# ---- block 1 ----
==> block_1/placed.png <==
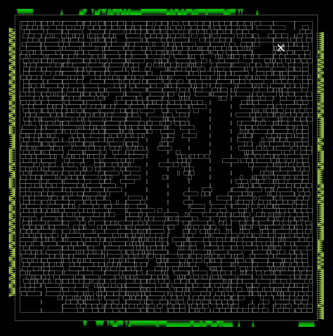

`src/rtl/pipe_stage_skid.sv`:
```
`default_nettype none
// ---------------------------------------------------------------------------
// pipe_stage_skid : parametrised pipeline stage register with 2-entry skid
// buffer, operand forwarding at capture and on held entries, and perf counters.
// Revision: 1.0
// ---------------------------------------------------------------------------
module pipe_stage_skid #(
  parameter int DATA_W         = 32,
  parameter int NUM_OPS        = 2,
  parameter int PAYLOAD_W      = 64,
  parameter bit CLEAR_ON_FLUSH = 1'b1,
  parameter int CNT_W          = 16
) (
  input  logic                        clk,
  input  logic                        rst,
  input  logic                        flush,
  input  logic                        in_valid,
  output logic                        in_ready,
  input  logic [DATA_W-1:0]           in_pc,
  input  logic [PAYLOAD_W-1:0]        in_payload,
  input  logic [NUM_OPS*DATA_W-1:0]   in_ops,
  input  logic [NUM_OPS-1:0]          cap_fwd_en,
  input  logic [NUM_OPS*DATA_W-1:0]   cap_fwd_data,
  input  logic [NUM_OPS-1:0]          hold_fwd_en,
  input  logic [NUM_OPS*DATA_W-1:0]   hold_fwd_data,
  output logic                        out_valid,
  input  logic                        out_ready,
  output logic [DATA_W-1:0]           out_pc,
  output logic [PAYLOAD_W-1:0]        out_payload,
  output logic [NUM_OPS*DATA_W-1:0]   out_ops,
  output logic [CNT_W-1:0]            stall_cnt,
  output logic [CNT_W-1:0]            flush_cnt
);

  logic                      main_valid_q, main_valid_d;
  logic [DATA_W-1:0]         main_pc_q, main_pc_d;
  logic [PAYLOAD_W-1:0]      main_payload_q, main_payload_d;
  logic [NUM_OPS*DATA_W-1:0] main_ops_q, main_ops_d;
  logic                      skid_valid_q, skid_valid_d;
  logic [DATA_W-1:0]         skid_pc_q, skid_pc_d;
  logic [PAYLOAD_W-1:0]      skid_payload_q, skid_payload_d;
  logic [NUM_OPS*DATA_W-1:0] skid_ops_q, skid_ops_d;
  logic [CNT_W-1:0]          stall_cnt_q, stall_cnt_d;
  logic [CNT_W-1:0]          flush_cnt_q, flush_cnt_d;

  logic                      in_fire;
  logic                      main_free;
  logic [NUM_OPS*DATA_W-1:0] cap_ops;
  logic [NUM_OPS*DATA_W-1:0] main_ref_ops;
  logic [NUM_OPS*DATA_W-1:0] skid_ref_ops;

  assign in_ready  = !skid_valid_q;
  assign in_fire   = in_valid && !skid_valid_q;
  // Main can take a new entry when it is empty or being consumed this edge.
  assign main_free = !main_valid_q || out_ready;

  for (genvar i = 0; i < NUM_OPS; i++) begin : g_ops
    assign cap_ops[i*DATA_W +: DATA_W]      = cap_fwd_en[i]  ? cap_fwd_data[i*DATA_W +: DATA_W]
                                                             : in_ops[i*DATA_W +: DATA_W];
    assign main_ref_ops[i*DATA_W +: DATA_W] = hold_fwd_en[i] ? hold_fwd_data[i*DATA_W +: DATA_W]
                                                             : main_ops_q[i*DATA_W +: DATA_W];
    assign skid_ref_ops[i*DATA_W +: DATA_W] = hold_fwd_en[i] ? hold_fwd_data[i*DATA_W +: DATA_W]
                                                             : skid_ops_q[i*DATA_W +: DATA_W];
  end

  always_comb begin
    main_valid_d   = main_valid_q;
    main_pc_d      = main_pc_q;
    main_payload_d = main_payload_q;
    main_ops_d     = main_ops_q;
    skid_valid_d   = skid_valid_q;
    skid_pc_d      = skid_pc_q;
    skid_payload_d = skid_payload_q;
    skid_ops_d     = skid_ops_q;

    if (flush) begin
      main_valid_d = 1'b0;
      skid_valid_d = 1'b0;
      if (CLEAR_ON_FLUSH) begin
        main_pc_d      = '0;
        main_payload_d = '0;
        main_ops_d     = '0;
        skid_pc_d      = '0;
        skid_payload_d = '0;
        skid_ops_d     = '0;
      end
    end else if (main_free) begin
      if (skid_valid_q) begin
        // Skid drains into main carrying this cycle's refreshed operands.
        main_valid_d   = 1'b1;
        main_pc_d      = skid_pc_q;
        main_payload_d = skid_payload_q;
        main_ops_d     = skid_ref_ops;
        skid_valid_d   = 1'b0;
      end else if (in_fire) begin
        main_valid_d   = 1'b1;
        main_pc_d      = in_pc;
        main_payload_d = in_payload;
        main_ops_d     = cap_ops;
      end else begin
        main_valid_d   = 1'b0;
      end
    end else begin
      main_ops_d = main_ref_ops;
      if (skid_valid_q) begin
        skid_ops_d = skid_ref_ops;
      end else if (in_fire) begin
        skid_valid_d   = 1'b1;
        skid_pc_d      = in_pc;
        skid_payload_d = in_payload;
        skid_ops_d     = cap_ops;
      end
    end
  end

  always_comb begin
    stall_cnt_d = stall_cnt_q;
    flush_cnt_d = flush_cnt_q;
    if (main_valid_q && !out_ready && (stall_cnt_q != {CNT_W{1'b1}}))
      stall_cnt_d = stall_cnt_q + 1'b1;
    if (flush && (main_valid_q || skid_valid_q) && (flush_cnt_q != {CNT_W{1'b1}}))
      flush_cnt_d = flush_cnt_q + 1'b1;
  end

  always_ff @(posedge clk or posedge rst) begin
    if (rst) begin
      main_valid_q   <= 1'b0;
      main_pc_q      <= '0;
      main_payload_q <= '0;
      main_ops_q     <= '0;
      skid_valid_q   <= 1'b0;
      skid_pc_q      <= '0;
      skid_payload_q <= '0;
      skid_ops_q     <= '0;
      stall_cnt_q    <= '0;
      flush_cnt_q    <= '0;
    end else begin
      main_valid_q   <= main_valid_d;
      main_pc_q      <= main_pc_d;
      main_payload_q <= main_payload_d;
      main_ops_q     <= main_ops_d;
      skid_valid_q   <= skid_valid_d;
      skid_pc_q      <= skid_pc_d;
      skid_payload_q <= skid_payload_d;
      skid_ops_q     <= skid_ops_d;
      stall_cnt_q    <= stall_cnt_d;
      flush_cnt_q    <= flush_cnt_d;
    end
  end

  assign out_valid   = main_valid_q;
  assign out_pc      = main_pc_q;
  assign out_payload = main_payload_q;
  assign out_ops     = main_ops_q;
  assign stall_cnt   = stall_cnt_q;
  assign flush_cnt   = flush_cnt_q;

endmodule
`default_nettype wire

```
`config.mk`:
```
export PLATFORM = sky130hd
export DESIGN_NAME = pipe_stage_skid
export DESIGN_NICKNAME = d
export VERILOG_FILES = /design/src/rtl/pipe_stage_skid.sv
export SDC_FILE = /design/constraint.sdc
export NUM_CORES = 1
export LEC_CHECK = 0
export CORE_AREA = 3 3 195 197
export CTS_CLUSTER_SIZE = 25
export DETAILED_ROUTE_END_ITERATION = 6
export DIE_AREA = 0 0 198 200
export PLACE_DENSITY = 0.76
export RECOVER_POWER = 25
export SYNTH_ARGS = -nofsm -noshare
export SYNTH_HDL_FRONTEND = slang
export SYNTH_SLANG_ARGS = --single-unit
```
`constraint.sdc`:
```
create_clock -name clk -period 14.8 [get_ports clk]
set_input_delay 2.22 -clock clk [delete_from_list [all_inputs] [get_ports clk]]
set_output_delay 2.22 -clock clk [all_outputs]
set_load 0.005 [all_outputs]
```
# ---- block 2 ----
[src/rtl/hd_program_loader_pkg.sv]
// Shared types and geometry constants for the HD-to-instruction-memory loader.
package hd_program_loader_pkg;
   localparam int SECTORS_PER_TRACK = 16;
   localparam int TOTAL_SECTORS     = 16384;
   localparam int MI_DEPTH          = 4096;

   typedef enum logic [2:0] {
      IDLE,
      REQ,
      WAIT,
      WRITE,
      FINISH,
      FAIL
   } state_t;
endpackage

[src/rtl/hd_address_counter.sv]
// Track/sector/memory-address position for the copy.
// Loaded on an accepted start, stepped once per written word.
module hd_address_counter
   import hd_program_loader_pkg::*;
#(
   parameter int TRACK_W  = 10,
   parameter int SECTOR_W = 4,
   parameter int ADDR_W   = 12
) (
   input  logic                clock,
   input  logic                reset,
   input  logic                load,
   input  logic                advance,
   input  logic [TRACK_W-1:0]  track_init,
   input  logic [SECTOR_W-1:0] sector_init,
   input  logic [ADDR_W-1:0]   addr_init,
   output logic [TRACK_W-1:0]  track,
   output logic [SECTOR_W-1:0] sector,
   output logic [ADDR_W-1:0]   addr
);

   localparam logic [SECTOR_W-1:0] LAST_SECTOR =
      SECTOR_W'(SECTORS_PER_TRACK - 1);

   always_ff @(posedge clock or posedge reset) begin
      if (reset) begin
         track  <= '0;
         sector <= '0;
         addr   <= '0;
      end else if (load) begin
         track  <= track_init;
         sector <= sector_init;
         addr   <= addr_init;
      end else if (advance) begin
         addr <= addr + ADDR_W'(1);
         if (sector == LAST_SECTOR) begin
            sector <= '0;
            track  <= track + TRACK_W'(1);
         end else begin
            sector <= sector + SECTOR_W'(1);
         end
      end
   end

endmodule

[src/rtl/hd_program_loader.sv]
// Copies a run of HD sectors into instruction memory, one word per 3 cycles.
// All outputs come from registers or a decode of the state register.
module hd_program_loader
   import hd_program_loader_pkg::*;
#(
   parameter int DATA_W   = 32,
   parameter int ADDR_W   = 12,
   parameter int TRACK_W  = 10,
   parameter int SECTOR_W = 4
) (
   input  logic                clock,
   input  logic                reset,
   input  logic                start,
   input  logic                abort,
   input  logic [TRACK_W-1:0]  src_track,
   input  logic [SECTOR_W-1:0] src_sector,
   input  logic [ADDR_W-1:0]   dst_addr,
   input  logic [ADDR_W:0]     length,
   input  logic [DATA_W-1:0]   hd_data,
   output logic                hd_read_en,
   output logic [TRACK_W-1:0]  hd_track,
   output logic [SECTOR_W-1:0] hd_sector,
   output logic                mi_write_en,
   output logic [ADDR_W-1:0]   mi_addr,
   output logic [DATA_W-1:0]   mi_data,
   output logic                busy,
   output logic                done,
   output logic                error
);

   state_t              state_q;
   state_t              state_d;
   logic [ADDR_W:0]     remaining;
   logic [DATA_W-1:0]   data_q;
   logic                error_q;
   logic                accept;
   logic                advance;
   logic                range_err;
   logic [31:0]         dst_end;
   logic [31:0]         sec_end;

   assign accept  = (state_q == IDLE) && start;
   assign advance = (state_q == WRITE) && !abort;

   // Full-width sums so an oversize request can never wrap into range.
   assign dst_end = 32'(dst_addr) + 32'(length);
   assign sec_end = 32'(src_track) * 32'(SECTORS_PER_TRACK)
                  + 32'(src_sector) + 32'(length);
   assign range_err = (dst_end > 32'(MI_DEPTH))
                   || (sec_end > 32'(TOTAL_SECTORS));

   always_comb begin
      state_d = state_q;
      unique case (state_q)
         IDLE: begin
            if (start) begin
               if (length == '0)   state_d = FINISH;
               else if (range_err) state_d = FAIL;
               else                state_d = REQ;
            end
         end
         REQ:   state_d = WAIT;
         WAIT:  state_d = WRITE;
         WRITE: begin
            if (remaining == (ADDR_W+1)'(1)) state_d = FINISH;
            else                             state_d = REQ;
         end
         FINISH:  state_d = IDLE;
         FAIL:    state_d = IDLE;
         default: state_d = IDLE;
      endcase
      if (abort && (state_q != IDLE)) state_d = IDLE;
   end

   always_ff @(posedge clock or posedge reset) begin
      if (reset) begin
         state_q   <= IDLE;
         remaining <= '0;
         data_q    <= '0;
         error_q   <= 1'b0;
      end else begin
         state_q <= state_d;
         if (accept) begin
            remaining <= length;
            error_q   <= (length != '0) && range_err;
         end
         if (state_q == WAIT) data_q <= hd_data;
         if (advance) remaining <= remaining - (ADDR_W+1)'(1);
      end
   end

   hd_address_counter #(
      .TRACK_W  (TRACK_W),
      .SECTOR_W (SECTOR_W),
      .ADDR_W   (ADDR_W)
   ) u_addr (
      .clock       (clock),
      .reset       (reset),
      .load        (accept),
      .advance     (advance),
      .track_init  (src_track),
      .sector_init (src_sector),
      .addr_init   (dst_addr),
      .track       (hd_track),
      .sector      (hd_sector),
      .addr        (mi_addr)
   );

   assign hd_read_en  = (state_q == REQ);
   assign mi_write_en = (state_q == WRITE);
   assign busy        = (state_q != IDLE);
   assign done        = (state_q == FINISH) || (state_q == FAIL);
   assign error       = error_q;
   assign mi_data     = data_q;

endmodule
[config.mk]
export PLATFORM = sky130hd
export DESIGN_NAME = hd_program_loader
export DESIGN_NICKNAME = d
export VERILOG_FILES = /design/src/rtl/hd_program_loader_pkg.sv /design/src/rtl/hd_address_counter.sv /design/src/rtl/hd_program_loader.sv
export SDC_FILE = /design/constraint.sdc
export NUM_CORES = 1
export LEC_CHECK = 0
export CAP_MARGIN = 10
export CELL_PAD_IN_SITES_DETAIL_PLACEMENT = 1
export CELL_PAD_IN_SITES_GLOBAL_PLACEMENT = 1
export CORE_MARGIN = 2
export CORE_UTILIZATION = 33
export DETAILED_ROUTE_END_ITERATION = 8
export GPL_TIMING_DRIVEN = 0
export PLACE_DENSITY = 0.79
export SLEW_MARGIN = 15
export SYNTH_ARGS = -nofsm -noshare
export SYNTH_HDL_FRONTEND = slang
export SYNTH_SLANG_ARGS = --single-unit
[constraint.sdc]
create_clock -name clock -period 2.3 [get_ports clock]
set_input_delay 0.46 -clock clock [delete_from_list [all_inputs] [get_ports clock]]
set_output_delay 0.46 -clock clock [all_outputs]
set_load 0.005 [all_outputs]
==> block_1/port_trees.png <==
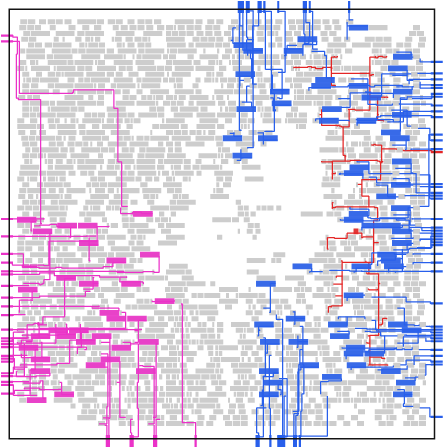
- `out_pc`: magenta (bits 32; direction output; end cells 32; buffers 32; wire 1840 um)
- `in_ready`: red (bits 1; direction output; end cells 1; buffers 1; wire 526 um)
- `out_ops`: blue (bits 64; direction output; end cells 64; buffers 64; wire 2640 um)

==> block_1/layers.png <==
Bar = 50 um.
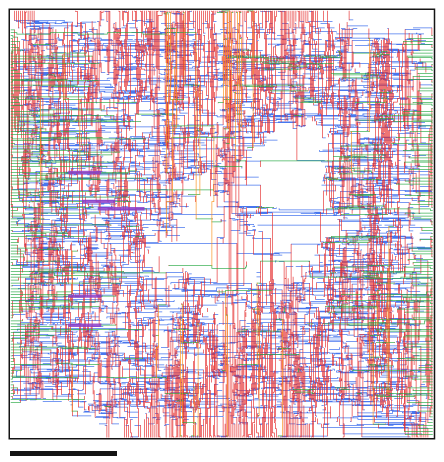
- M3: green (wire length 5600 um)
- M1: blue (wire length 21.9 mm)
- M4: orange (wire length 1900 um)
- M5: purple (wire length 75.4 um)
- M2: red (wire length 26.5 mm)

## Picture notes: block_1/placed.png
fin util: 65.0%
number of standard cells in the layout, taps in and fillers out: 2440

==> notes.md, block 1 <==
Synthesis and place-and-route results.

- The final reports fail on DRC, capacitance limit, slew limit.
- Per the synthesis report, the adder-cell share of the synthesized area is 0.144%.
- The floorplan row count is 70.
- The script logs the ratio of routed vias to standard cells as 6.03.
- The signal on the critical path passes through dlygate4sd3_1 > nand2b_1 > a21oi_4 > buf_4 > buf_4 > nand2_1 > o31ai_1.
- The run finished, with violations left.
- The number of max-slew violations in the final report is 237.
- The number of antenna violations at the first check in global routing is 11.
- The die height is 200 um.
- The TritonCTS buffer count is 39.
- The run reported a max-capacitance violation count of 4.
- During I/O placement, the number of pins put on the boundary was 491.
- The die is 198 um wide.
- The worst path in the final design needs a cycle of 7.01 ns, including I/O delays and setup.
- The synthesis report gives the async set-or-reset register share as 100%.
- The critical hold path startpoint is out_pc[13].
- The number of fill cells is 2884.
- The count of instantiated cells in the yosys netlist is 1536.
- After detailed routing, the number of remaining DRC violations is 7.
- The power group with the largest share is registers.
- The worst register-to-register path has a setup slack of 9.64 ns.
- The area share of and/or/nand/nor cells after synthesis is 9.48%.
-- block 1: routing by layer --
metal,up-vias,share of wire (%),track usage (%)
met5,-,0.13,0
met4,10,3.4,9.41
met3,104,10,8.34
met2,628,47,43.9
met1,7339,39,34.1
li1,6641,-,-
-- block 1: layout make-up --
| cell class | instances | share of cell area [%] |
|---|---|---|
| sequential | 354 | 37.4 |
| multi-input combinational | 1024 | 33.1 |
| timing repair buffer | 513 | 21.4 |
| clock buffer | 59 | 4.99 |
| tap | 468 | 2.47 |
| clock inverter | 10 | 0.497 |
| inverter | 5 | 0.0951 |
| antenna | 7 | 0.0739 |
==> block_2/layers.png <==
Bar = 20 um.
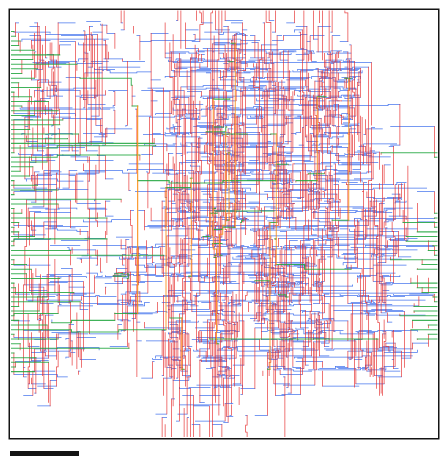
- M3: green (wire length 1210 um)
- M1: blue (wire length 7340 um)
- M4: orange (wire length 482 um)
- M2: red (wire length 8990 um)

==> block_2/clock_wires.png <==
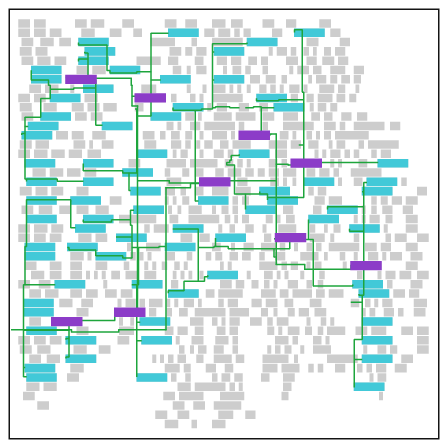
- clock-net drivers: purple (count 9)
- flip-flops: cyan (count 75)
- clock wires: green (length 1210 um)
- routed clock nets: 10
- flops lie: all over the die

==> notes.md, block 2 <==
Synthesis and place-and-route results.

- The flow ran to the end, but the final reports show violations.
- The via count is 4834.
- Sorting the synthesized cells by area gives the leading types as dfrtp_1 (39%), ha_1 (7.8%), mux2_2 (7.5%).
- The worst path uses 115% of the clock period.
- The slack of the critical path is -0.348 ns.
- For this run, the final setup violation count is recorded as 2.
- Per report_power, the sequential group accounts for 34.0% of the total.
- The endpoint arrival time on the critical path is 2.84 ns.
- The final timing report lists a max-slew violation count of 0.
- The checks that failed: setup timing.
- For this run, the slowest stage of the critical path takes 0.46 ns.
- The fraction of cell area in non-clock buffers is 22.3%.
- From synthesis to final layout, the design area changed by 49.5%.
- 0 antenna diodes ended up in the layout.
- The mux share of post-synthesis cell area is 8.29%.
- The fraction of final cell area spent on clock buffers and inverters in this run is 4.16%.
- The final core utilization is 50.1%.
-- block 2: worst min path at each step --
| stage | startpoint | to | slack [ns] |
|---|---|---|---|
| floorplan | remaining[11] | remaining[11] | 0.47 |
| global placement | mi_data[31] | mi_data[31] | 0.49 |
| detailed placement | mi_data[13] | mi_data[13] | 0.50 |
| CTS | src_sector[0] | u_addr.sector[0] | 0.39 |
| global route | src_sector[0] | u_addr.sector[0] | 0.41 |
| finish | reset | u_addr.addr[11] | 0.40 |

# ---- block 3 ----
$ cat src/rtl/nice_io_hw_pkg.sv
// Shared definitions for the nice_io hardware text writers: FSM state
// encoding, ASCII control constants and the nibble-to-hex helper.
// Build option: NICE_IO_LINE_WRITER_CRLF_EN adds the CR state so lines end
// in "\r\n" instead of "\n".
package nice_io_hw_pkg;

    typedef enum logic [2:0] {
        ST_IDLE = 3'd0,
        ST_SEP  = 3'd1,
        ST_HEX  = 3'd2,
`ifdef NICE_IO_LINE_WRITER_CRLF_EN
        ST_CR   = 3'd3,
`endif
        ST_LF   = 3'd4
    } line_state_e;

    // First state of a line terminator sequence.
`ifdef NICE_IO_LINE_WRITER_CRLF_EN
    localparam line_state_e ST_EOL_ENTRY = ST_CR;
`else
    localparam line_state_e ST_EOL_ENTRY = ST_LF;
`endif

    localparam logic [7:0] ASCII_SP = 8'h20;
    localparam logic [7:0] ASCII_CR = 8'h0d;
    localparam logic [7:0] ASCII_LF = 8'h0a;

    // Map a 4-bit value to its ASCII hex digit, upper or lower case letters.
    function automatic logic [7:0] nibble_to_ascii(input logic [3:0] n, input bit upper);
        logic [7:0] n8;
        n8 = {4'h0, n};
        if (n < 4'd10) begin
            return 8'h30 + n8;
        end
        return (upper ? 8'h41 : 8'h61) + n8 - 8'd10;
    endfunction

endpackage

$ cat src/rtl/nice_io_line_writer.sv
// nice_io_line_writer: prints DATA_W-bit words as ASCII hex, one byte per
// cycle, words separated by a space and lines ended by a newline after
// WORDS_PER_LINE words or on a flush request. Output is Moore-style so the
// byte sink's ready never feeds back into out_valid combinationally.
// Build option: define NICE_IO_LINE_WRITER_CRLF_EN for "\r\n" terminators;
// out_eol still marks only the final 8'h0a byte.
module nice_io_line_writer
    import nice_io_hw_pkg::*;
#(
    parameter int DATA_W         = 32,
    parameter int WORDS_PER_LINE = 4,
    parameter int UPPERCASE      = 0
) (
    input  logic              clk,
    input  logic              rst,
    input  logic              in_valid,
    output logic              in_ready,
    input  logic [DATA_W-1:0] in_data,
    input  logic              flush,
    output logic              out_valid,
    input  logic              out_ready,
    output logic [7:0]        out_byte,
    output logic              out_eol,
    output logic              busy,
    output logic [31:0]       words_written
);

    localparam int NIBBLES = DATA_W / 4;
    localparam int NIB_W   = $clog2(NIBBLES + 1);
    localparam int COL_W   = (WORDS_PER_LINE > 1) ? $clog2(WORDS_PER_LINE) : 1;

    localparam logic [NIB_W-1:0] NIB_LOAD = NIB_W'(NIBBLES);
    localparam logic [NIB_W-1:0] NIB_ONE  = NIB_W'(1);
    localparam logic [COL_W-1:0] COL_LAST = COL_W'(WORDS_PER_LINE - 1);
    localparam logic [COL_W-1:0] COL_ZERO = '0;
    localparam bit               UPPER    = (UPPERCASE != 0);

    line_state_e       state,      state_nxt;
    logic [DATA_W-1:0] shreg,      shreg_nxt;
    logic [NIB_W-1:0]  nib_cnt,    nib_cnt_nxt;
    logic [COL_W-1:0]  col,        col_nxt;
    logic              flush_pend, flush_pend_nxt;
    logic [31:0]       word_cnt,   word_cnt_nxt;

    logic in_hs;
    logic out_hs;
    logic last_nib;

    assign in_ready      = (state == ST_IDLE) && !flush_pend && !rst;
    assign out_valid     = (state != ST_IDLE);
    assign busy          = (state != ST_IDLE) || flush_pend;
    assign words_written = word_cnt;

    assign in_hs    = in_valid && in_ready;
    assign out_hs   = out_valid && out_ready;
    assign last_nib = (nib_cnt == NIB_ONE);

    // Next-state and datapath update for the line-printing FSM.
    always_comb begin
        // NOTE: every signal gets a default here so no path leaves it unassigned and infers a latch.
        state_nxt      = state;
        shreg_nxt      = shreg;
        nib_cnt_nxt    = nib_cnt;
        col_nxt        = col;
        flush_pend_nxt = flush_pend | flush;
        word_cnt_nxt   = word_cnt;

        case (state)
            ST_IDLE: begin
                if (flush_pend) begin
                    // A flush on an empty line is simply dropped; a new
                    // flush arriving this very cycle stays pending.
                    flush_pend_nxt = flush;
                    if (col != COL_ZERO) begin
                        col_nxt   = COL_ZERO;
                        state_nxt = ST_EOL_ENTRY;
                    end
                end else if (in_hs) begin
                    shreg_nxt   = in_data;
                    nib_cnt_nxt = NIB_LOAD;
                    state_nxt   = (col != COL_ZERO) ? ST_SEP : ST_HEX;
                end
            end

            ST_SEP: begin
                if (out_hs) begin
                    state_nxt = ST_HEX;
                end
            end

            ST_HEX: begin
                if (out_hs) begin
                    shreg_nxt   = shreg << 4;
                    nib_cnt_nxt = nib_cnt - NIB_ONE;
                    if (last_nib) begin
                        word_cnt_nxt = word_cnt + 32'd1;
                        if (col == COL_LAST) begin
                            col_nxt   = COL_ZERO;
                            state_nxt = ST_EOL_ENTRY;
                        end else begin
                            col_nxt   = col + COL_W'(1);
                            state_nxt = ST_IDLE;
                        end
                    end
                end
            end

`ifdef NICE_IO_LINE_WRITER_CRLF_EN
            ST_CR: begin
                if (out_hs) begin
                    state_nxt = ST_LF;
                end
            end
`endif

            ST_LF: begin
                if (out_hs) begin
                    state_nxt = ST_IDLE;
                end
            end

            default: begin
                state_nxt = ST_IDLE;
            end
        endcase
    end

    // State registers; reset aborts any partial word or line silently.
    always_ff @(posedge clk) begin
        // NOTE: sequential state uses non-blocking assignments so all registers update together at the edge.
        if (rst) begin
            state      <= ST_IDLE;
            shreg      <= '0;
            nib_cnt    <= '0;
            col        <= COL_ZERO;
            flush_pend <= 1'b0;
            word_cnt   <= 32'd0;
        end else begin
            state      <= state_nxt;
            shreg      <= shreg_nxt;
            nib_cnt    <= nib_cnt_nxt;
            col        <= col_nxt;
            flush_pend <= flush_pend_nxt;
            word_cnt   <= word_cnt_nxt;
        end
    end

    // Output byte decoded purely from registered state, so it holds during stalls.
    always_comb begin
        out_byte = 8'h00;
        out_eol  = 1'b0;
        case (state)
            ST_SEP: out_byte = ASCII_SP;
            ST_HEX: out_byte = nibble_to_ascii(shreg[DATA_W-1 -: 4], UPPER);
`ifdef NICE_IO_LINE_WRITER_CRLF_EN
            ST_CR:  out_byte = ASCII_CR;
`endif
            ST_LF: begin
                out_byte = ASCII_LF;
                out_eol  = 1'b1;
            end
            default: out_byte = 8'h00;
        endcase
    end

endmodule
$ cat config.mk
export PLATFORM = sky130hd
export DESIGN_NAME = nice_io_line_writer
export DESIGN_NICKNAME = d
export VERILOG_FILES = /design/src/rtl/nice_io_hw_pkg.sv /design/src/rtl/nice_io_line_writer.sv
export SDC_FILE = /design/constraint.sdc
export NUM_CORES = 1
export LEC_CHECK = 0
export CORE_ASPECT_RATIO = 1.4
export CORE_MARGIN = 5
export CORE_UTILIZATION = 33
export DETAILED_ROUTE_END_ITERATION = 8
export DONT_BUFFER_PORTS = 1
export PLACE_DENSITY = 0.45
export SLEW_MARGIN = 10
export SYNTH_ARGS = -nofsm -noshare
export SYNTH_HDL_FRONTEND = slang
export SYNTH_SLANG_ARGS = --single-unit
$ cat constraint.sdc
create_clock -name clk -period 5 [get_ports clk]
set_input_delay 1 -clock clk [delete_from_list [all_inputs] [get_ports clk]]
set_output_delay 1 -clock clk [all_outputs]
set_load 0.01 [all_outputs]
# ---- block 4 ----
[config.mk]
export PLATFORM = sky130hd
export DESIGN_NAME = inst_loader_flat
export DESIGN_NICKNAME = d
export VERILOG_FILES = /design/src/rtl/inst_loader_pkg.sv /design/src/rtl/inst_loader_if.sv /design/src/rtl/inst_loader_byte_packer.sv /design/src/rtl/inst_loader.sv /design/src/flat_wrapper.sv
export SDC_FILE = /design/constraint.sdc
export NUM_CORES = 1
export LEC_CHECK = 0
export ABC_AREA = 1
export CAP_MARGIN = 10
export CORE_UTILIZATION = 50
export DETAILED_ROUTE_END_ITERATION = 10
export PLACE_DENSITY_LB_ADDON = 0.3
export SYNTH_ARGS = -nofsm -noshare
export SYNTH_HDL_FRONTEND = slang
export SYNTH_SLANG_ARGS = --single-unit
[constraint.sdc]
create_clock -name clock -period 3.54 [get_ports clock]
set_input_delay 0.708 -clock clock [delete_from_list [all_inputs] [get_ports clock]]
set_output_delay 0.708 -clock clock [all_outputs]
set_load 0.02 [all_outputs]
[src/rtl/inst_loader_pkg.sv]
`default_nettype none
// ============================================================================
// Package  : mips_pkg
// Purpose  : Loader state encoding and word/address constants shared with the
//            PC / instruction-memory address logic.
// Revision : 1.0
// ============================================================================
package mips_pkg;

    typedef enum logic [2:0] {
        IDLE   = 3'd0,
        LEN_HI = 3'd1,
        LEN_LO = 3'd2,
        DATA   = 3'd3,
        CHECK  = 3'd4,
        DONE   = 3'd5,
        ERROR  = 3'd6
    } loader_state_t;

    localparam int BYTES_PER_WORD  = 4;
    localparam int INST_ADDR_SHIFT = 2;

endpackage
`default_nettype wire

[src/rtl/inst_loader_if.sv]
`default_nettype none
// ============================================================================
// Interface : inst_loader_if
// Purpose   : Byte stream, instruction-memory write port and status of the
//             boot loader. slave = loader side, master = host side.
// Revision  : 1.0
// ============================================================================
interface inst_loader_if;
    logic        start;
    logic [7:0]  in_data;
    logic        in_valid;
    logic        in_ready;
    logic        imem_we;
    logic [31:0] imem_addr;
    logic [31:0] imem_wdata;
    logic        cpu_hold;
    logic        done;
    logic        error;

    modport master (
        output start, in_data, in_valid,
        input  in_ready, imem_we, imem_addr, imem_wdata, cpu_hold, done, error
    );

    modport slave (
        input  start, in_data, in_valid,
        output in_ready, imem_we, imem_addr, imem_wdata, cpu_hold, done, error
    );
endinterface
`default_nettype wire

[src/rtl/inst_loader_byte_packer.sv]
`default_nettype none
// ============================================================================
// Module   : byte_packer
// Purpose  : Assembles 4 bytes MSB-first into a 32-bit word with a one-cycle
//            registered word-valid pulse; synchronous clear.
// Revision : 1.0
// ============================================================================
module byte_packer
    import mips_pkg::*;
(
    input  logic        clock,
    input  logic        reset,
    input  logic        i_clear,
    input  logic        i_byte_valid,
    input  logic [7:0]  i_byte,
    output logic [1:0]  o_byte_idx,
    output logic [31:0] o_word,
    output logic        o_word_valid
);
    localparam logic [1:0] c_last_byte = 2'(BYTES_PER_WORD - 1);

    logic [1:0]  r_cnt;
    logic [23:0] r_shift;
    logic [31:0] r_word;
    logic        r_word_valid;

    always_ff @(posedge clock or negedge reset) begin
        if (!reset) begin
            r_cnt        <= 2'd0;
            r_shift      <= 24'd0;
            r_word       <= 32'd0;
            r_word_valid <= 1'b0;
        end else begin
            r_word_valid <= 1'b0;
            if (i_clear) begin
                r_cnt   <= 2'd0;
                r_shift <= 24'd0;
            end else if (i_byte_valid) begin
                if (r_cnt == c_last_byte) begin
                    r_word       <= {r_shift, i_byte};
                    r_word_valid <= 1'b1;
                end else begin
                    r_shift <= {r_shift[15:0], i_byte};
                end
                r_cnt <= r_cnt + 2'd1;
            end
        end
    end

    assign o_byte_idx   = r_cnt;
    assign o_word       = r_word;
    assign o_word_valid = r_word_valid;

endmodule
`default_nettype wire

[src/rtl/inst_loader.sv]
`default_nettype none
// ============================================================================
// Module   : inst_loader
// Purpose  : Boot loader filling instruction memory from a byte stream and
//            holding the core in reset until the load completes.
//            Option: INST_LOADER_CHECKSUM_EN adds a trailing checksum byte.
// Revision : 1.0
// ============================================================================
module inst_loader
    import mips_pkg::*;
#(
    parameter int DEPTH = 256,
    parameter int CNT_W = 16
) (
    input  logic         clock,
    input  logic         reset,
    inst_loader_if.slave bus
);
    localparam int IDX_W = $clog2(DEPTH) + 1;
    localparam logic [1:0] c_last_byte = 2'(BYTES_PER_WORD - 1);

    loader_state_t    r_state;
    logic             r_in_ready;
    logic             r_cpu_hold;
    logic             r_done;
    logic             r_error;
    logic             r_data_end;
    logic [7:0]       r_len_hi;
    logic [CNT_W-1:0] r_len;
    logic [IDX_W-1:0] r_word_idx;
    logic [31:0]      r_imem_addr;

    logic             w_xfer;
    logic             w_start_ok;
    logic             w_data_byte;
    logic             w_last_word;
    logic [CNT_W-1:0] w_len;
    logic [1:0]       w_byte_idx;
    logic [31:0]      w_word;
    logic             w_word_valid;

    assign w_xfer      = bus.in_valid && r_in_ready;
    assign w_start_ok  = bus.start && ((r_state == IDLE) || (r_state == DONE) || (r_state == ERROR));
    assign w_data_byte = w_xfer && (r_state == DATA);
    assign w_len       = CNT_W'({r_len_hi, bus.in_data});
    assign w_last_word = (CNT_W'(r_word_idx) + CNT_W'(1)) == r_len;

`ifdef INST_LOADER_CHECKSUM_EN
    logic [7:0] r_sum;
    logic [7:0] w_sum_chk;

    assign w_sum_chk = r_sum + bus.in_data;

    always_ff @(posedge clock or negedge reset) begin
        if (!reset) begin
            r_sum <= 8'd0;
        end else if (w_start_ok) begin
            r_sum <= 8'd0;
        end else if (w_xfer && (r_state != CHECK)) begin
            r_sum <= w_sum_chk;
        end
    end
`endif

    always_ff @(posedge clock or negedge reset) begin
        if (!reset) begin
            r_state     <= IDLE;
            r_in_ready  <= 1'b0;
            r_cpu_hold  <= 1'b1;
            r_done      <= 1'b0;
            r_error     <= 1'b0;
            r_data_end  <= 1'b0;
            r_len_hi    <= 8'd0;
            r_len       <= '0;
            r_word_idx  <= '0;
            r_imem_addr <= 32'd0;
        end else begin
            case (r_state)
                IDLE, DONE, ERROR: begin
                    if (w_start_ok) begin
                        r_state    <= LEN_HI;
                        r_in_ready <= 1'b1;
                        r_cpu_hold <= 1'b1;
                        r_done     <= 1'b0;
                        r_error    <= 1'b0;
                        r_data_end <= 1'b0;
                        r_len      <= '0;
                        r_word_idx <= '0;
                    end
                end
                LEN_HI: begin
                    if (w_xfer) begin
                        r_len_hi <= bus.in_data;
                        r_state  <= LEN_LO;
                    end
                end
                LEN_LO: begin
                    if (w_xfer) begin
                        r_len <= w_len;
                        if (w_len == '0) begin
`ifdef INST_LOADER_CHECKSUM_EN
                            r_state    <= CHECK;
`else
                            r_state    <= DONE;
                            r_in_ready <= 1'b0;
                            r_done     <= 1'b1;
                            r_cpu_hold <= 1'b0;
`endif
                        end else if (w_len > CNT_W'(DEPTH)) begin
                            r_state    <= ERROR;
                            r_in_ready <= 1'b0;
                            r_error    <= 1'b1;
                        end else begin
                            r_state <= DATA;
                        end
                    end
                end
                DATA: begin
                    // Wait out the final strobe so the last write lands before the core is released.
                    if (r_data_end) begin
                        r_state    <= DONE;
                        r_done     <= 1'b1;
                        r_cpu_hold <= 1'b0;
                    end else if (w_xfer && (w_byte_idx == c_last_byte)) begin
                        r_imem_addr <= 32'(r_word_idx) << INST_ADDR_SHIFT;
                        r_word_idx  <= r_word_idx + IDX_W'(1);
                        if (w_last_word) begin
`ifdef INST_LOADER_CHECKSUM_EN
                            r_state    <= CHECK;
`else
                            r_data_end <= 1'b1;
                            r_in_ready <= 1'b0;
`endif
                        end
                    end
                end
`ifdef INST_LOADER_CHECKSUM_EN
                CHECK: begin
                    if (w_xfer) begin
                        r_in_ready <= 1'b0;
                        if (w_sum_chk == 8'h00) begin
                            r_state    <= DONE;
                            r_done     <= 1'b1;
                            r_cpu_hold <= 1'b0;
                        end else begin
                            r_state <= ERROR;
                            r_error <= 1'b1;
                        end
                    end
                end
`endif
                default: begin
                    r_state    <= IDLE;
                    r_in_ready <= 1'b0;
                end
            endcase
        end
    end

    byte_packer u_packer (
        .clock        (clock),
        .reset        (reset),
        .i_clear      (w_start_ok),
        .i_byte_valid (w_data_byte),
        .i_byte       (bus.in_data),
        .o_byte_idx   (w_byte_idx),
        .o_word       (w_word),
        .o_word_valid (w_word_valid)
    );

    assign bus.in_ready   = r_in_ready;
    assign bus.imem_we    = w_word_valid;
    assign bus.imem_addr  = r_imem_addr;
    assign bus.imem_wdata = w_word;
    assign bus.cpu_hold   = r_cpu_hold;
    assign bus.done       = r_done;
    assign bus.error      = r_error;

endmodule
`default_nettype wire

[src/flat_wrapper.sv]
// flat-port wrapper written by rule: the top's interface ports become plain ports
module inst_loader_flat import mips_pkg::*;
#(
    parameter int DEPTH = 256,
    parameter int CNT_W = 16
)
  (clock, reset, bus_start, bus_in_data, bus_in_valid, bus_in_ready, bus_imem_we, bus_imem_addr, bus_imem_wdata, bus_cpu_hold, bus_done, bus_error);
  inst_loader_if bus_i ();
  input  logic clock;
  input  logic reset;
  input wire logic [$bits(bus_i.start)-1:0] bus_start;
  input wire logic [$bits(bus_i.in_data)-1:0] bus_in_data;
  input wire logic [$bits(bus_i.in_valid)-1:0] bus_in_valid;
  output wire logic [$bits(bus_i.in_ready)-1:0] bus_in_ready;
  output wire logic [$bits(bus_i.imem_we)-1:0] bus_imem_we;
  output wire logic [$bits(bus_i.imem_addr)-1:0] bus_imem_addr;
  output wire logic [$bits(bus_i.imem_wdata)-1:0] bus_imem_wdata;
  output wire logic [$bits(bus_i.cpu_hold)-1:0] bus_cpu_hold;
  output wire logic [$bits(bus_i.done)-1:0] bus_done;
  output wire logic [$bits(bus_i.error)-1:0] bus_error;
  assign bus_i.start = bus_start;
  assign bus_i.in_data = bus_in_data;
  assign bus_i.in_valid = bus_in_valid;
  assign bus_in_ready = bus_i.in_ready;
  assign bus_imem_we = bus_i.imem_we;
  assign bus_imem_addr = bus_i.imem_addr;
  assign bus_imem_wdata = bus_i.imem_wdata;
  assign bus_cpu_hold = bus_i.cpu_hold;
  assign bus_done = bus_i.done;
  assign bus_error = bus_i.error;
  inst_loader #(.DEPTH(DEPTH), .CNT_W(CNT_W)) u_core (.clock(clock), .reset(reset), .bus(bus_i));
endmodule
# ---- block 5 ----
===== src/rtl/multiplier.sv =====
// Iterative radix-2 shift-add multiplier, signed/unsigned, low or high product word.
// Optional MULTIPLIER_EARLY_TERMINATE_EN: stop iterating once the remaining multiplier bits are zero.
module multiplier #(
  parameter int unsigned WIDTH = 32
) (
  input  logic             clk,
  input  logic             reset,
  input  logic [WIDTH-1:0] a,
  input  logic [WIDTH-1:0] b,
  input  logic             go,
  input  logic             muls,
  input  logic             high,
  output logic [WIDTH-1:0] c,
  output logic             is_zero,
  output logic             is_negative,
  output logic             available
);

  localparam int unsigned CntW = $clog2(WIDTH + 1);

  typedef enum logic [1:0] {StIdle, StRun, StFix, StDone} state_e;

  state_e                 state_q, state_d;
  logic [2*WIDTH-1:0]     acc_q, acc_d;
  logic [WIDTH-1:0]       mcand_q, mcand_d;
  logic [WIDTH-1:0]       mplier_q, mplier_d;
  logic [CntW-1:0]        count_q, count_d;
  logic                   sign_q, sign_d;
  logic                   high_q, high_d;
  logic [WIDTH-1:0]       c_q, c_d;
  logic                   zero_q, zero_d;
  logic                   neg_q, neg_d;
  logic                   available_q, available_d;

  logic [WIDTH-1:0]       a_abs, b_abs, mplier_shr, word_sel;
  logic [WIDTH:0]         sum;
  logic [2*WIDTH-1:0]     fix_val;
  logic                   last_iter;
  logic                   do_load;

  always_comb begin
    a_abs      = (muls && a[WIDTH-1]) ? -a : a;
    b_abs      = (muls && b[WIDTH-1]) ? -b : b;
    sum        = {1'b0, acc_q[2*WIDTH-1:WIDTH]} + (mplier_q[0] ? {1'b0, mcand_q} : '0);
    mplier_shr = mplier_q >> 1;
    word_sel   = high_q ? acc_q[2*WIDTH-1:WIDTH] : acc_q[WIDTH-1:0];
`ifdef MULTIPLIER_EARLY_TERMINATE_EN
    last_iter  = (count_q == CntW'(WIDTH - 1)) || (mplier_shr == '0);
    // Finish the right shifts that the skipped iterations would have done.
    fix_val    = acc_q >> (CntW'(WIDTH) - count_q);
`else
    last_iter  = (count_q == CntW'(WIDTH - 1));
    fix_val    = acc_q;
`endif
    if (sign_q) begin
      fix_val = -fix_val;
    end
  end

  always_comb begin
    state_d     = state_q;
    acc_d       = acc_q;
    mcand_d     = mcand_q;
    mplier_d    = mplier_q;
    count_d     = count_q;
    sign_d      = sign_q;
    high_d      = high_q;
    c_d         = c_q;
    zero_d      = zero_q;
    neg_d       = neg_q;
    available_d = available_q;
    do_load     = 1'b0;

    unique case (state_q)
      StIdle: do_load = go;
      StRun: begin
        acc_d    = {sum, acc_q[WIDTH-1:1]};
        mplier_d = mplier_shr;
        count_d  = count_q + CntW'(1);
        if (last_iter) begin
          state_d = StFix;
        end
      end
      StFix: begin
        acc_d   = fix_val;
        state_d = StDone;
      end
      StDone: begin
        // First DONE cycle publishes the result; a go is honoured only once it is visible.
        if (!available_q) begin
          c_d         = word_sel;
          zero_d      = (word_sel == '0);
          neg_d       = word_sel[WIDTH-1];
          available_d = 1'b1;
        end else begin
          do_load = go;
        end
      end
      default: state_d = StIdle;
    endcase

    if (do_load) begin
      mcand_d     = a_abs;
      mplier_d    = b_abs;
      sign_d      = muls & (a[WIDTH-1] ^ b[WIDTH-1]);
      high_d      = high;
      acc_d       = '0;
      count_d     = '0;
      available_d = 1'b0;
      state_d     = StRun;
    end
  end

  always_ff @(posedge clk or negedge reset) begin
    if (!reset) begin
      state_q     <= StIdle;
      acc_q       <= '0;
      mcand_q     <= '0;
      mplier_q    <= '0;
      count_q     <= '0;
      sign_q      <= 1'b0;
      high_q      <= 1'b0;
      c_q         <= '0;
      zero_q      <= 1'b0;
      neg_q       <= 1'b0;
      available_q <= 1'b0;
    end else begin
      state_q     <= state_d;
      acc_q       <= acc_d;
      mcand_q     <= mcand_d;
      mplier_q    <= mplier_d;
      count_q     <= count_d;
      sign_q      <= sign_d;
      high_q      <= high_d;
      c_q         <= c_d;
      zero_q      <= zero_d;
      neg_q       <= neg_d;
      available_q <= available_d;
    end
  end

  assign c           = c_q;
  assign is_zero     = zero_q;
  assign is_negative = neg_q;
  assign available   = available_q;

endmodule


===== config.mk =====
export PLATFORM = sky130hd
export DESIGN_NAME = multiplier
export DESIGN_NICKNAME = d
export VERILOG_FILES = /design/src/rtl/multiplier.sv
export SDC_FILE = /design/constraint.sdc
export NUM_CORES = 1
export LEC_CHECK = 0
export ABC_AREA = 1
export CORE_MARGIN = 2
export CORE_UTILIZATION = 44
export CTS_BUF_LIST = sky130_fd_sc_hd__clkbuf_8 sky130_fd_sc_hd__clkbuf_16
export CTS_CLUSTER_SIZE = 25
export DETAILED_ROUTE_END_ITERATION = 10
export GPL_TIMING_DRIVEN = 0
export PLACE_DENSITY = 0.67
export REMOVE_ABC_BUFFERS = 1
export SYNTH_ARGS = -nofsm -noshare
export SYNTH_HDL_FRONTEND = slang
export SYNTH_SLANG_ARGS = --single-unit

===== constraint.sdc =====
create_clock -name clk -period 5.6 [get_ports clk]
set_input_delay 1.12 -clock clk [delete_from_list [all_inputs] [get_ports clk]]
set_output_delay 1.12 -clock clk [all_outputs]
set_load 0.02 [all_outputs]

# ---- block 6 ----
[src/rtl/stopwatch_ctrl.sv]
`default_nettype none
// ============================================================================
//  Module   : stopwatch_ctrl
//  Purpose  : Mode controller for the minutes/seconds stopwatch. Conditions
//             the raw buttons/switches (2-flop sync, debounce, edge detect),
//             runs the PAUSE/RUN/ADJ state machine, issues one-clk
//             count/clear/increment strobes and drives the digit-blank levels.
//  Ports    : clk        - master clock (all logic is single-clock)
//             reset      - asynchronous, active-low reset
//             tick_1hz   - one-clk enable, advances the counter in RUN
//             tick_2hz   - one-clk enable, increments/blinks in ADJ
//             btn_pause  - raw pause/resume button (active-high)
//             btn_rst    - raw clear button (active-high)
//             sw_adj     - raw adjust-mode switch (1 = adjust)
//             sw_sel     - raw field select (1 = minutes, 0 = seconds)
//             count_en   - strobe: counter advances one second
//             count_clr  - strobe: counter clears to 00:00
//             inc_min    - strobe: minutes +1
//             inc_sec    - strobe: seconds +1
//             blank_min  - level: blank the minutes digits
//             blank_sec  - level: blank the seconds digits
//             mode       - 00 PAUSE, 01 RUN, 10 ADJ
//  Config   : STOPWATCH_BLINK_EN - when defined, the field under adjust
//             blinks; otherwise blank_min/blank_sec are tied to 0.
//  Revision : 1.0 - initial release
// ============================================================================
module stopwatch_ctrl #(
  parameter int DEB_CYCLES = 1_000_000,
  parameter int DEB_W      = 20
) (
  input  logic       clk,
  input  logic       reset,
  input  logic       tick_1hz,
  input  logic       tick_2hz,
  input  logic       btn_pause,
  input  logic       btn_rst,
  input  logic       sw_adj,
  input  logic       sw_sel,
  output logic       count_en,
  output logic       count_clr,
  output logic       inc_min,
  output logic       inc_sec,
  output logic       blank_min,
  output logic       blank_sec,
  output logic [1:0] mode
);

  typedef enum logic [1:0] {
    ST_PAUSE = 2'b00,
    ST_RUN   = 2'b01,
    ST_ADJ   = 2'b10
  } state_t;

  localparam int N_IN    = 4;
  localparam int I_PAUSE = 0;
  localparam int I_RST   = 1;
  localparam int I_ADJ   = 2;
  localparam int I_SEL   = 3;
  localparam logic [DEB_W-1:0] DEB_LAST = DEB_W'(DEB_CYCLES - 1);

  // --------------------------------------------------------------------------
  // Input conditioning
  // --------------------------------------------------------------------------
  logic [N_IN-1:0]  raw;
  logic [N_IN-1:0]  sync1_q, sync2_q;
  logic [N_IN-1:0]  deb_q, deb_d;
  logic [DEB_W-1:0] cnt_q [N_IN];
  logic [DEB_W-1:0] cnt_d [N_IN];
  logic [1:0]       vld_q;
  logic [1:0]       arm_q, arm_d;
  logic [1:0]       press_q, press_d;

  assign raw = {sw_sel, sw_adj, btn_rst, btn_pause};

  always_comb begin
    deb_d = deb_q;
    for (int i = 0; i < N_IN; i++) begin
      cnt_d[i] = '0;
      if (sync2_q[i] != deb_q[i]) begin
        if (cnt_q[i] == DEB_LAST) begin
          deb_d[i] = sync2_q[i];
        end else begin
          cnt_d[i] = cnt_q[i] + DEB_W'(1);
        end
      end
    end
    // A button only becomes eligible to generate a press after it has been
    // seen released once the synchroniser holds real samples. This keeps a
    // button held through reset release from producing a spurious press.
    arm_d   = arm_q | ({2{vld_q[1]}} & ~sync2_q[1:0]);
    press_d = deb_d[1:0] & ~deb_q[1:0] & arm_q;
  end

  always_ff @(posedge clk or negedge reset) begin
    if (!reset) begin
      sync1_q <= '0;
      sync2_q <= '0;
      deb_q   <= '0;
      vld_q   <= '0;
      arm_q   <= '0;
      press_q <= '0;
      for (int i = 0; i < N_IN; i++) cnt_q[i] <= '0;
    end else begin
      sync1_q <= raw;
      sync2_q <= sync1_q;
      deb_q   <= deb_d;
      vld_q   <= {vld_q[0], 1'b1};
      arm_q   <= arm_d;
      press_q <= press_d;
      for (int i = 0; i < N_IN; i++) cnt_q[i] <= cnt_d[i];
    end
  end

  logic press_pause, press_rst, adj, sel;
  assign press_pause = press_q[I_PAUSE];
  assign press_rst   = press_q[I_RST];
  assign adj         = deb_q[I_ADJ];
  assign sel         = deb_q[I_SEL];

  // --------------------------------------------------------------------------
  // State machine and strobes (strobes always use the current, i.e. old, state)
  // --------------------------------------------------------------------------
  state_t state_q, state_d;
  logic   count_en_q, count_en_d;
  logic   count_clr_q, count_clr_d;
  logic   inc_min_q, inc_min_d;
  logic   inc_sec_q, inc_sec_d;

  always_comb begin
    state_d = state_q;
    if (adj) begin
      state_d = ST_ADJ;
    end else if (state_q == ST_ADJ) begin
      state_d = ST_PAUSE;
    end else if (press_pause) begin
      state_d = (state_q == ST_PAUSE) ? ST_RUN : ST_PAUSE;
    end

    // Clear has priority: it masks every other strobe in the same cycle.
    count_clr_d = press_rst;
    count_en_d  = tick_1hz & (state_q == ST_RUN) & ~press_rst;
    inc_min_d   = tick_2hz & (state_q == ST_ADJ) & sel & ~press_rst;
    inc_sec_d   = tick_2hz & (state_q == ST_ADJ) & ~sel & ~press_rst;
  end

  always_ff @(posedge clk or negedge reset) begin
    if (!reset) begin
      state_q     <= ST_PAUSE;
      count_en_q  <= 1'b0;
      count_clr_q <= 1'b0;
      inc_min_q   <= 1'b0;
      inc_sec_q   <= 1'b0;
    end else begin
      state_q     <= state_d;
      count_en_q  <= count_en_d;
      count_clr_q <= count_clr_d;
      inc_min_q   <= inc_min_d;
      inc_sec_q   <= inc_sec_d;
    end
  end

  assign count_en  = count_en_q;
  assign count_clr = count_clr_q;
  assign inc_min   = inc_min_q;
  assign inc_sec   = inc_sec_q;
  assign mode      = state_q;

  // --------------------------------------------------------------------------
  // Blink of the field under adjust
  // --------------------------------------------------------------------------
`ifdef STOPWATCH_BLINK_EN
  logic phase_q, phase_d;

  // Held at 0 outside ADJ so every ADJ entry starts with the field visible.
  always_comb begin
    phase_d = (state_q == ST_ADJ) ? (phase_q ^ tick_2hz) : 1'b0;
  end

  always_ff @(posedge clk or negedge reset) begin
    if (!reset) begin
      phase_q <= 1'b0;
    end else begin
      phase_q <= phase_d;
    end
  end

  assign blank_min = (state_q == ST_ADJ) & sel & phase_q;
  assign blank_sec = (state_q == ST_ADJ) & ~sel & phase_q;
`else
  assign blank_min = 1'b0;
  assign blank_sec = 1'b0;
`endif

endmodule
`default_nettype wire
[config.mk]
export PLATFORM = sky130hd
export DESIGN_NAME = stopwatch_ctrl
export DESIGN_NICKNAME = d
export VERILOG_FILES = /design/src/rtl/stopwatch_ctrl.sv
export SDC_FILE = /design/constraint.sdc
export NUM_CORES = 1
export LEC_CHECK = 0
export ABC_CLOCK_PERIOD_IN_PS = 5400
export CAP_MARGIN = 20
export CORE_MARGIN = 5
export CORE_UTILIZATION = 37
export DETAILED_ROUTE_END_ITERATION = 8
export GPL_TIMING_DRIVEN = 0
export SYNTH_ARGS = -nofsm -noshare
export SYNTH_HDL_FRONTEND = slang
export SYNTH_SLANG_ARGS = --single-unit
export TNS_END_PERCENT = 30
[constraint.sdc]
create_clock -name clk -period 5.4 [get_ports clk]
set_clock_uncertainty 0.15 [all_clocks]
set_input_delay 1.08 -clock clk [delete_from_list [all_inputs] [get_ports clk]]
set_output_delay 1.08 -clock clk [all_outputs]
set_load 0.01 [all_outputs]

==> gallery <==
Pin map.
Pins as bars across the die edge, other pins in grey.
(a)
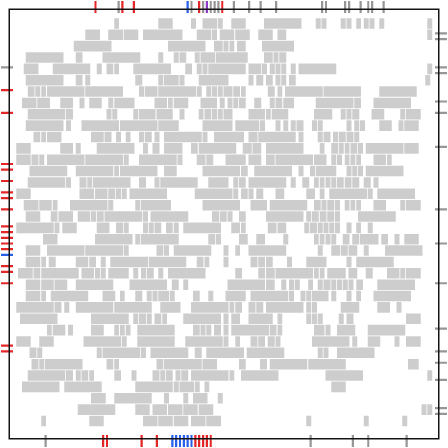
(b)
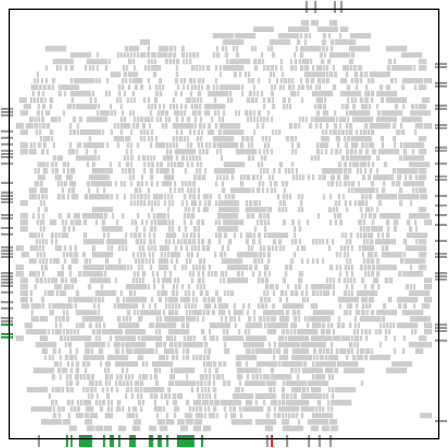
(c)
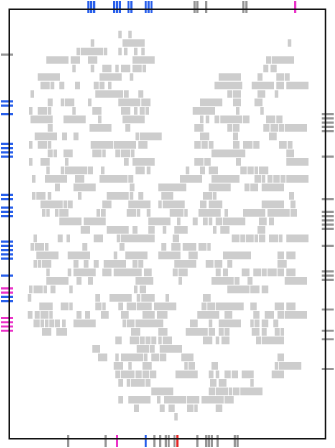
(d)
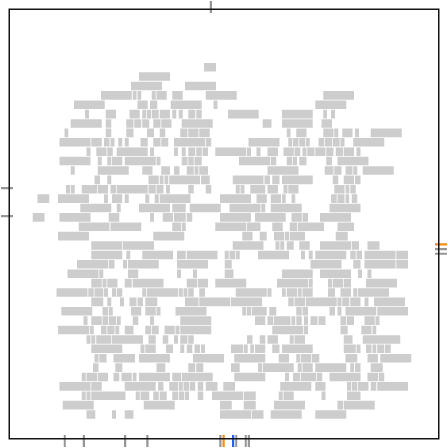
(c) is block 3.
(a) is block 4.
(b) is block 5.
(d) is block 6.

==> block_4/layers.png <==
Bar = 20 um.
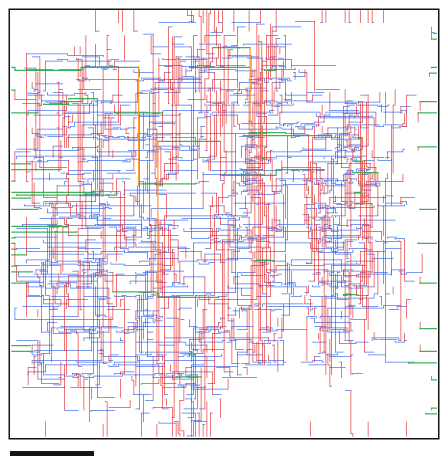
- M1: blue (wire length 4580 um)
- M3: green (wire length 418 um)
- M2: red (wire length 5140 um)
- M4: orange (wire length 148 um)

==> block_4/placed.png <==
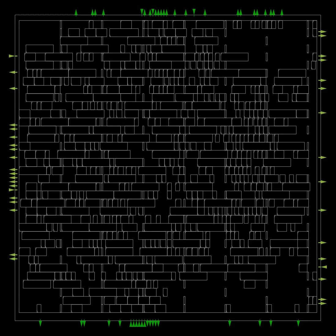
fin util: 59.5%
area of the core: 0.00977 sq mm
Filler cells: 881
count of flip-flops and latches: 109

==> notes.md, block 4 <==
Synthesis and place-and-route results.

- The top-level port count is 81.
- The maximum fanout along the worst path is 64.
- The flow ran to the end, and the final reports show no timing, DRC or antenna violations.
- The most instantiated flip-flop cell in the synthesis netlist is dfrtp_1.
- The final hold violation count recorded for this run is 0.
- The startpoint-to-endpoint class of the critical path is flip-flop to flip-flop.
- The slack of the critical path is 1.10 ns.
- The floorplan row count is 36.
- The overall power after layout is 0.00206 W.
- The power consumed by the clock network is 0.000745 W.
- The flow reports that combinational logic draws 3.4% of the design power.
- The largest share of the power goes to registers.
- Per the detailed placement report, the placed cell area equals 0.00563 sq mm.
- During tapcell insertion the tool placed 133 well taps.
- The area fraction in compound gates after synthesis is 15.9%.
[block 4: state kept, by name, indices dropped and copies added, names as in the netlist]
name	count
u_core.u_packer.o_word_valid	1
u_core.r_state	3
u_core.u_packer.o_word	32
u_core.bus.in_ready	1
u_core.r_word_idx	9
u_core.u_packer.r_shift	24
u_core.bus.cpu_hold	1
u_core.r_data_end	1
u_core.r_len_hi	8
u_core.bus.error	1
u_core.bus.done	1
u_core.r_len	16
u_core.u_packer.o_byte_idx	2
u_core.bus.imem_addr	9
==> block_3/port_trees.png <==
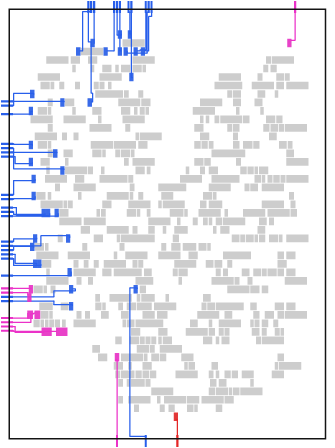
- `out_byte`: magenta (bits 8; direction output; end cells 8; buffers 0; wire 92.5 um)
- `in_data`: blue (bits 32; direction input; end cells 32; buffers 0; wire 518 um)
- `in_ready`: red (bits 1; direction output; end cells 1; buffers 0; wire 6.10 um)

==> block_3/layers.png <==
Bar = 20 um.
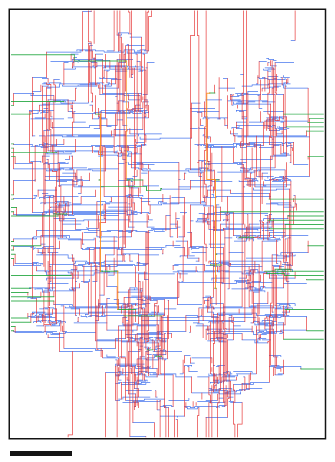
- M1: blue (wire length 4540 um)
- M4: orange (wire length 167 um)
- M3: green (wire length 497 um)
- M2: red (wire length 5080 um)

==> notes.md, block 3 <==
Synthesis and place-and-route results.

- The flow ran to the end, and the final reports show no timing, DRC or antenna violations.
- The number of flip-flops and latches is 74.
- The number of max-slew violations in the final report is 0.
- The top cell type in the final layout, fill and taps aside, is dfxtp_1.
- Of all cell types, the one taking the most synthesized area is dfxtp_1.
- The required time of the critical path is 4.00 ns.
- The routability congestion estimate from global placement is 0.771.
- The clock network contribution to total cell area is 7.51%.
- In the detailed route, the total length drawn on met2 is 5.08 mm.
- In this run the top signal layer used is met4.
- The routed wirelength on the met1 layer is recorded as 4.54 mm.
- The top-level port count is 81.
- The sequential cell area share is 35.7%.
- The layer with the highest usage after global routing is met2.
- The number of clock buffers added by TritonCTS is 9.
- The post-synthesis instance area is 0.00380 sq mm.
- The report lists the number of cells resized after CTS as 0.
- The stat command in Yosys gives a chip area of 0.00380 sq mm.
- The average instance area after synthesis is 8.10 sq um.
- The clock arrives with 0.0111 ns of skew.
- The post-synth count of flops with an enable pin is 0.
- The synth_stat.txt file lists the number of cells as 470.
==> block 3: final timing paths <==
kind,from,end,cells after the start
max,state[1],out_byte[2],3
min,shreg[2],shreg[2],2
max reg2reg,state[1],words_written[29],4
min reg2reg,shreg[2],shreg[2],2
==> block 3: power by group <==
part,total [W],internal [W],switching (W)
Combinational,0.000220,0.0000803,0.000140
Sequential,0.000672,0.000634,0.0000379
Clock,0.000690,0.000437,0.000254
==> block 3: worst register-to-register path, cell delays in order, from the launching register on <==
cell and delay, ns:
dfxtp_1 0.67, and4bb_2 0.55, nand2_1 0.37, or4_1 0.61
mux2_2 0.28
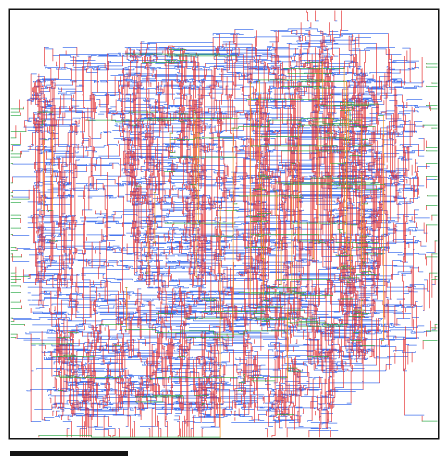
(block_5/layers.png)
Bar = 50 um.
- M1: blue (wire length 19400 um)
- M2: red (wire length 19100 um)
- M3: green (wire length 2080 um)
- M4: orange (wire length 1360 um)

==> notes.md, block 5 <==
Synthesis and place-and-route results.

- The flow ran to the end, and the final reports show no timing, DRC or antenna violations.
- The buffer count from post-CTS setup fixing is 0.
- The overall power after layout is 0.00891 W.
- The number of remaining DRC errors is 0.
- The minimum setup slack among reg-to-reg paths is 1.44 ns.
- The max capacitance violation total is 0.
- STA lists the startpoint of the worst register-to-register path as state_q[0].
- The end of the critical path is acc_q[32].
- Compared with the post-synthesis result, the final layout area differs by 14.3%.
- The most frequently used library cell after synthesis is nand2_1.
- Counting tap cells, the placed design contains a total of 2683 instances.
- The gate-level netlist out of Yosys references 45 unique cell types.
- Counting every sink on the clock net gives 172.
- For this run, the number of Yosys warnings is 0.
- The critical hold path startpoint is mcand_q[21].
- The highest achievable clock rate is 240 MHz.
- Wires add up to 41.9 mm.
- In this run the worst hold path is classified as flip-flop to flip-flop.
- The area recorded from the Yosys report for this design is 0.0138 sq mm.
- The floorplan report gives the top-level pin count as 104.
- The layer with the highest usage after global routing is met2.
- The number of input and output port buffers inserted is 103.
- The most area-hungry cell type in the Yosys netlist is dfrtp_1.
- The endpoint identified for the worst register-to-register timing path is acc_q[32].
- The smallest clock period supported by the final layout is computed as 4.16 ns.
- The report lists the cells along the critical path as inv_1 > ha_4 > inv_2 > nand2_2 > nand2_4 > inv_2 > nand2_2 > a21oi_1 > o21ai_0 > nand2_1.
- The area share of and/or/nand/nor cells after synthesis is 38.4%.
block 5: cells by family (layout without fill, tap and decap cells):
family,count (synthesis),count (layout)
and+or+nand+nor,1284,1284
AOI/OAI and AO/OA,335,335
DFF,172,172
xor gates and xnor gates,43,43
adders and majority gates,41,41
buffers and inverters,368,444
block 5: area by class of cell:
cell class / count / area (sq um) / share of cell area (%)
flip-flops and latches: 172 / 4310 / 27.4
repair buffers: 109 / 1190 / 7.54
clock inverters: 15 / 125 / 0.795
well taps: 396 / 495 / 3.15
inverters: 303 / 1140 / 7.23
clock buffers: 17 / 425 / 2.70
multi-input cells: 1703 / 8060 / 51.2
==> block_6/clock_wires.png <==
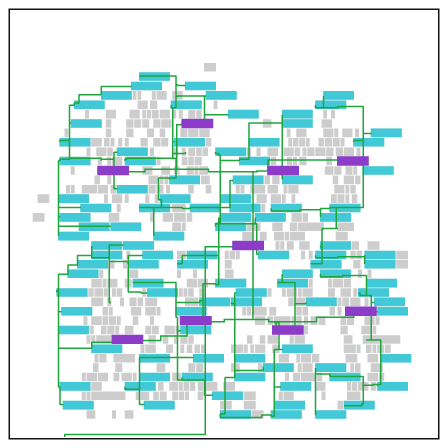
- clock wires: green (length 1330 um)
- flip-flops: cyan (count 104)
- clock-net drivers: purple (count 9)
- flops lie: all over the die

==> block_6/port_trees.png <==
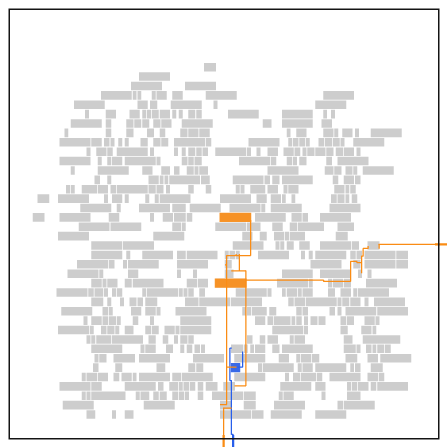
- `mode`: orange (bits 2; direction output; end cells 2; buffers 2; wire 189 um)
- `tick_2hz`: blue (bits 1; direction input; end cells 1; buffers 1; wire 32.9 um)

==> notes.md, block 6 <==
Synthesis and place-and-route results.

- The run finished with clean final reports.
- Ranked by total area, the top cell class in this layout is registers.
- The launch point of the critical path was reported as mode[1].
- The register clock-pin slew on the reported worst setup and hold paths is 0.07 ns.
- Per the power-grid run, VDD falls by no more than 131 uV.
- STA classifies the critical path startpoint as a flip-flop.
- The Yosys step of the flow raised 0 warnings.
- The HPWL after detailed placement is 6.12 mm.
- The post-layout net count is 511.
- The number of distinct library cell variants in the gate-level netlist after synthesis is 42.
- In this run the remaining antenna-violating nets after routing total 0.
- The total track usage is 12.8%.
- The highest routed metal layer is met4.
- The number of logic gates is 338.
- The global routing report lists met1 layer usage as 15.5%.
- Recorded from the global router log, the overflow total was 0.
- Sorting the Yosys area breakdown by cell type puts at the top dfrtp_1.
- The standard cell area after detailed placement is 0.00518 sq mm.
- The count of instantiated cells in the yosys netlist is 473.
- The average detailed-routed wire length per instance is 13.0 um.
- Dividing total power by cell area gives a power density of 276 mW/mm^2.
- The number of cells upsized or downsized after cts is 0.
- The top cell type by instance count after synthesis is dfrtp_1.
- The number of fill cells is 1227.
- TritonCTS built the clock tree.
- For this run, the detailed router's first-pass iteration total came to 4.
- CTS built an H-tree with a depth of 3.
- The floorplan step set the die width to 124 um.
- In this run the tools logged warnings totalling 26.
- The final core utilization is 43.3%.
[block 6: power breakdown]
| group | switching [W] | internal (W) |
|---|---|---|
| registers | 0.0000107 | 0.000790 |
| logic | 0.0000338 | 0.0000174 |
| clock network | 0.000274 | 0.000386 |
| total | 0.000319 | 0.00119 |
[block 6: stage by stage]
| stage | hold WS [ns] | instances | total power, W |
|---|---|---|---|
| finish | 0.196 | 676 | 0.00151 |
| global route | 0.203 | 676 | 0.00158 |
| CTS | 0.204 | 676 | 0.00154 |
| detailed placement | 0.189 | 660 | 0.000869 |
| global placement | 0.183 | 659 | 0.000865 |
| floorplan | 0.181 | 474 | 0.000837 |


## Gallery

Port wiring.
panel A
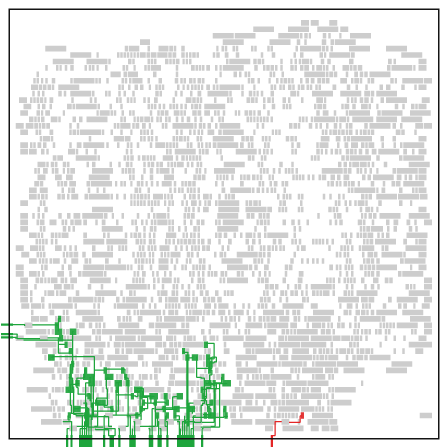
panel B
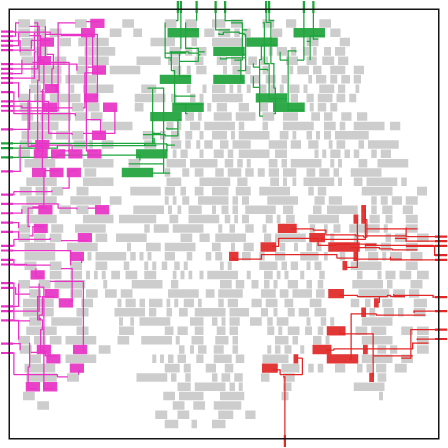
panel C
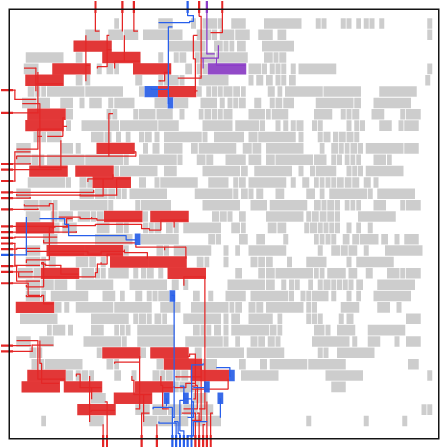
block 4: panel C
block 2: panel B
block 5: panel A
The one with the most cells is panel A.

Key to panel B:
- `mi_addr`: green (bits 12; direction output; end cells 12; buffers 12; wire 579 um)
- `src_track`: red (bits 10; direction input; end cells 20; buffers 10; wire 480 um)
- `hd_data`: magenta (bits 32; direction input; end cells 32; buffers 32; wire 973 um)


==> notes/layouts.md <==
Pictures saved along the way, in no particular order.

Placed standard cells.
image #1
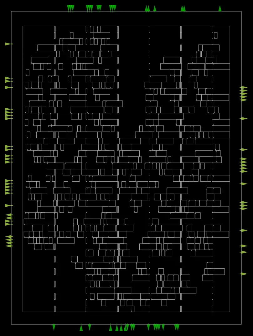
image #2
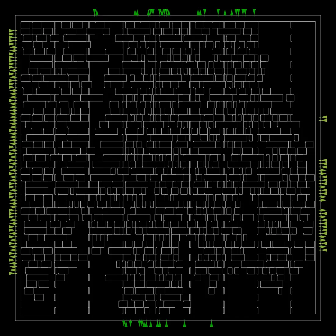
image #3
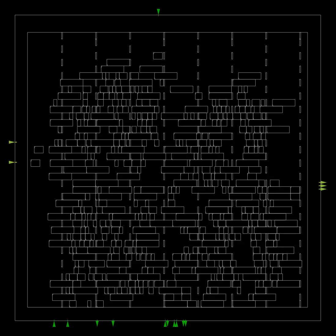
image #4
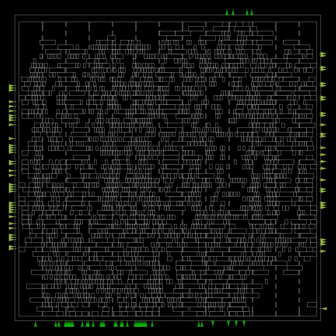
Image #4 is block 5.
Image #1 is block 3.
Image #2 is block 2.
Image #3 is block 6.
- most sequential cells: image #4
- most cells: image #4

Power is estimated from default activity; no workload was simulated.
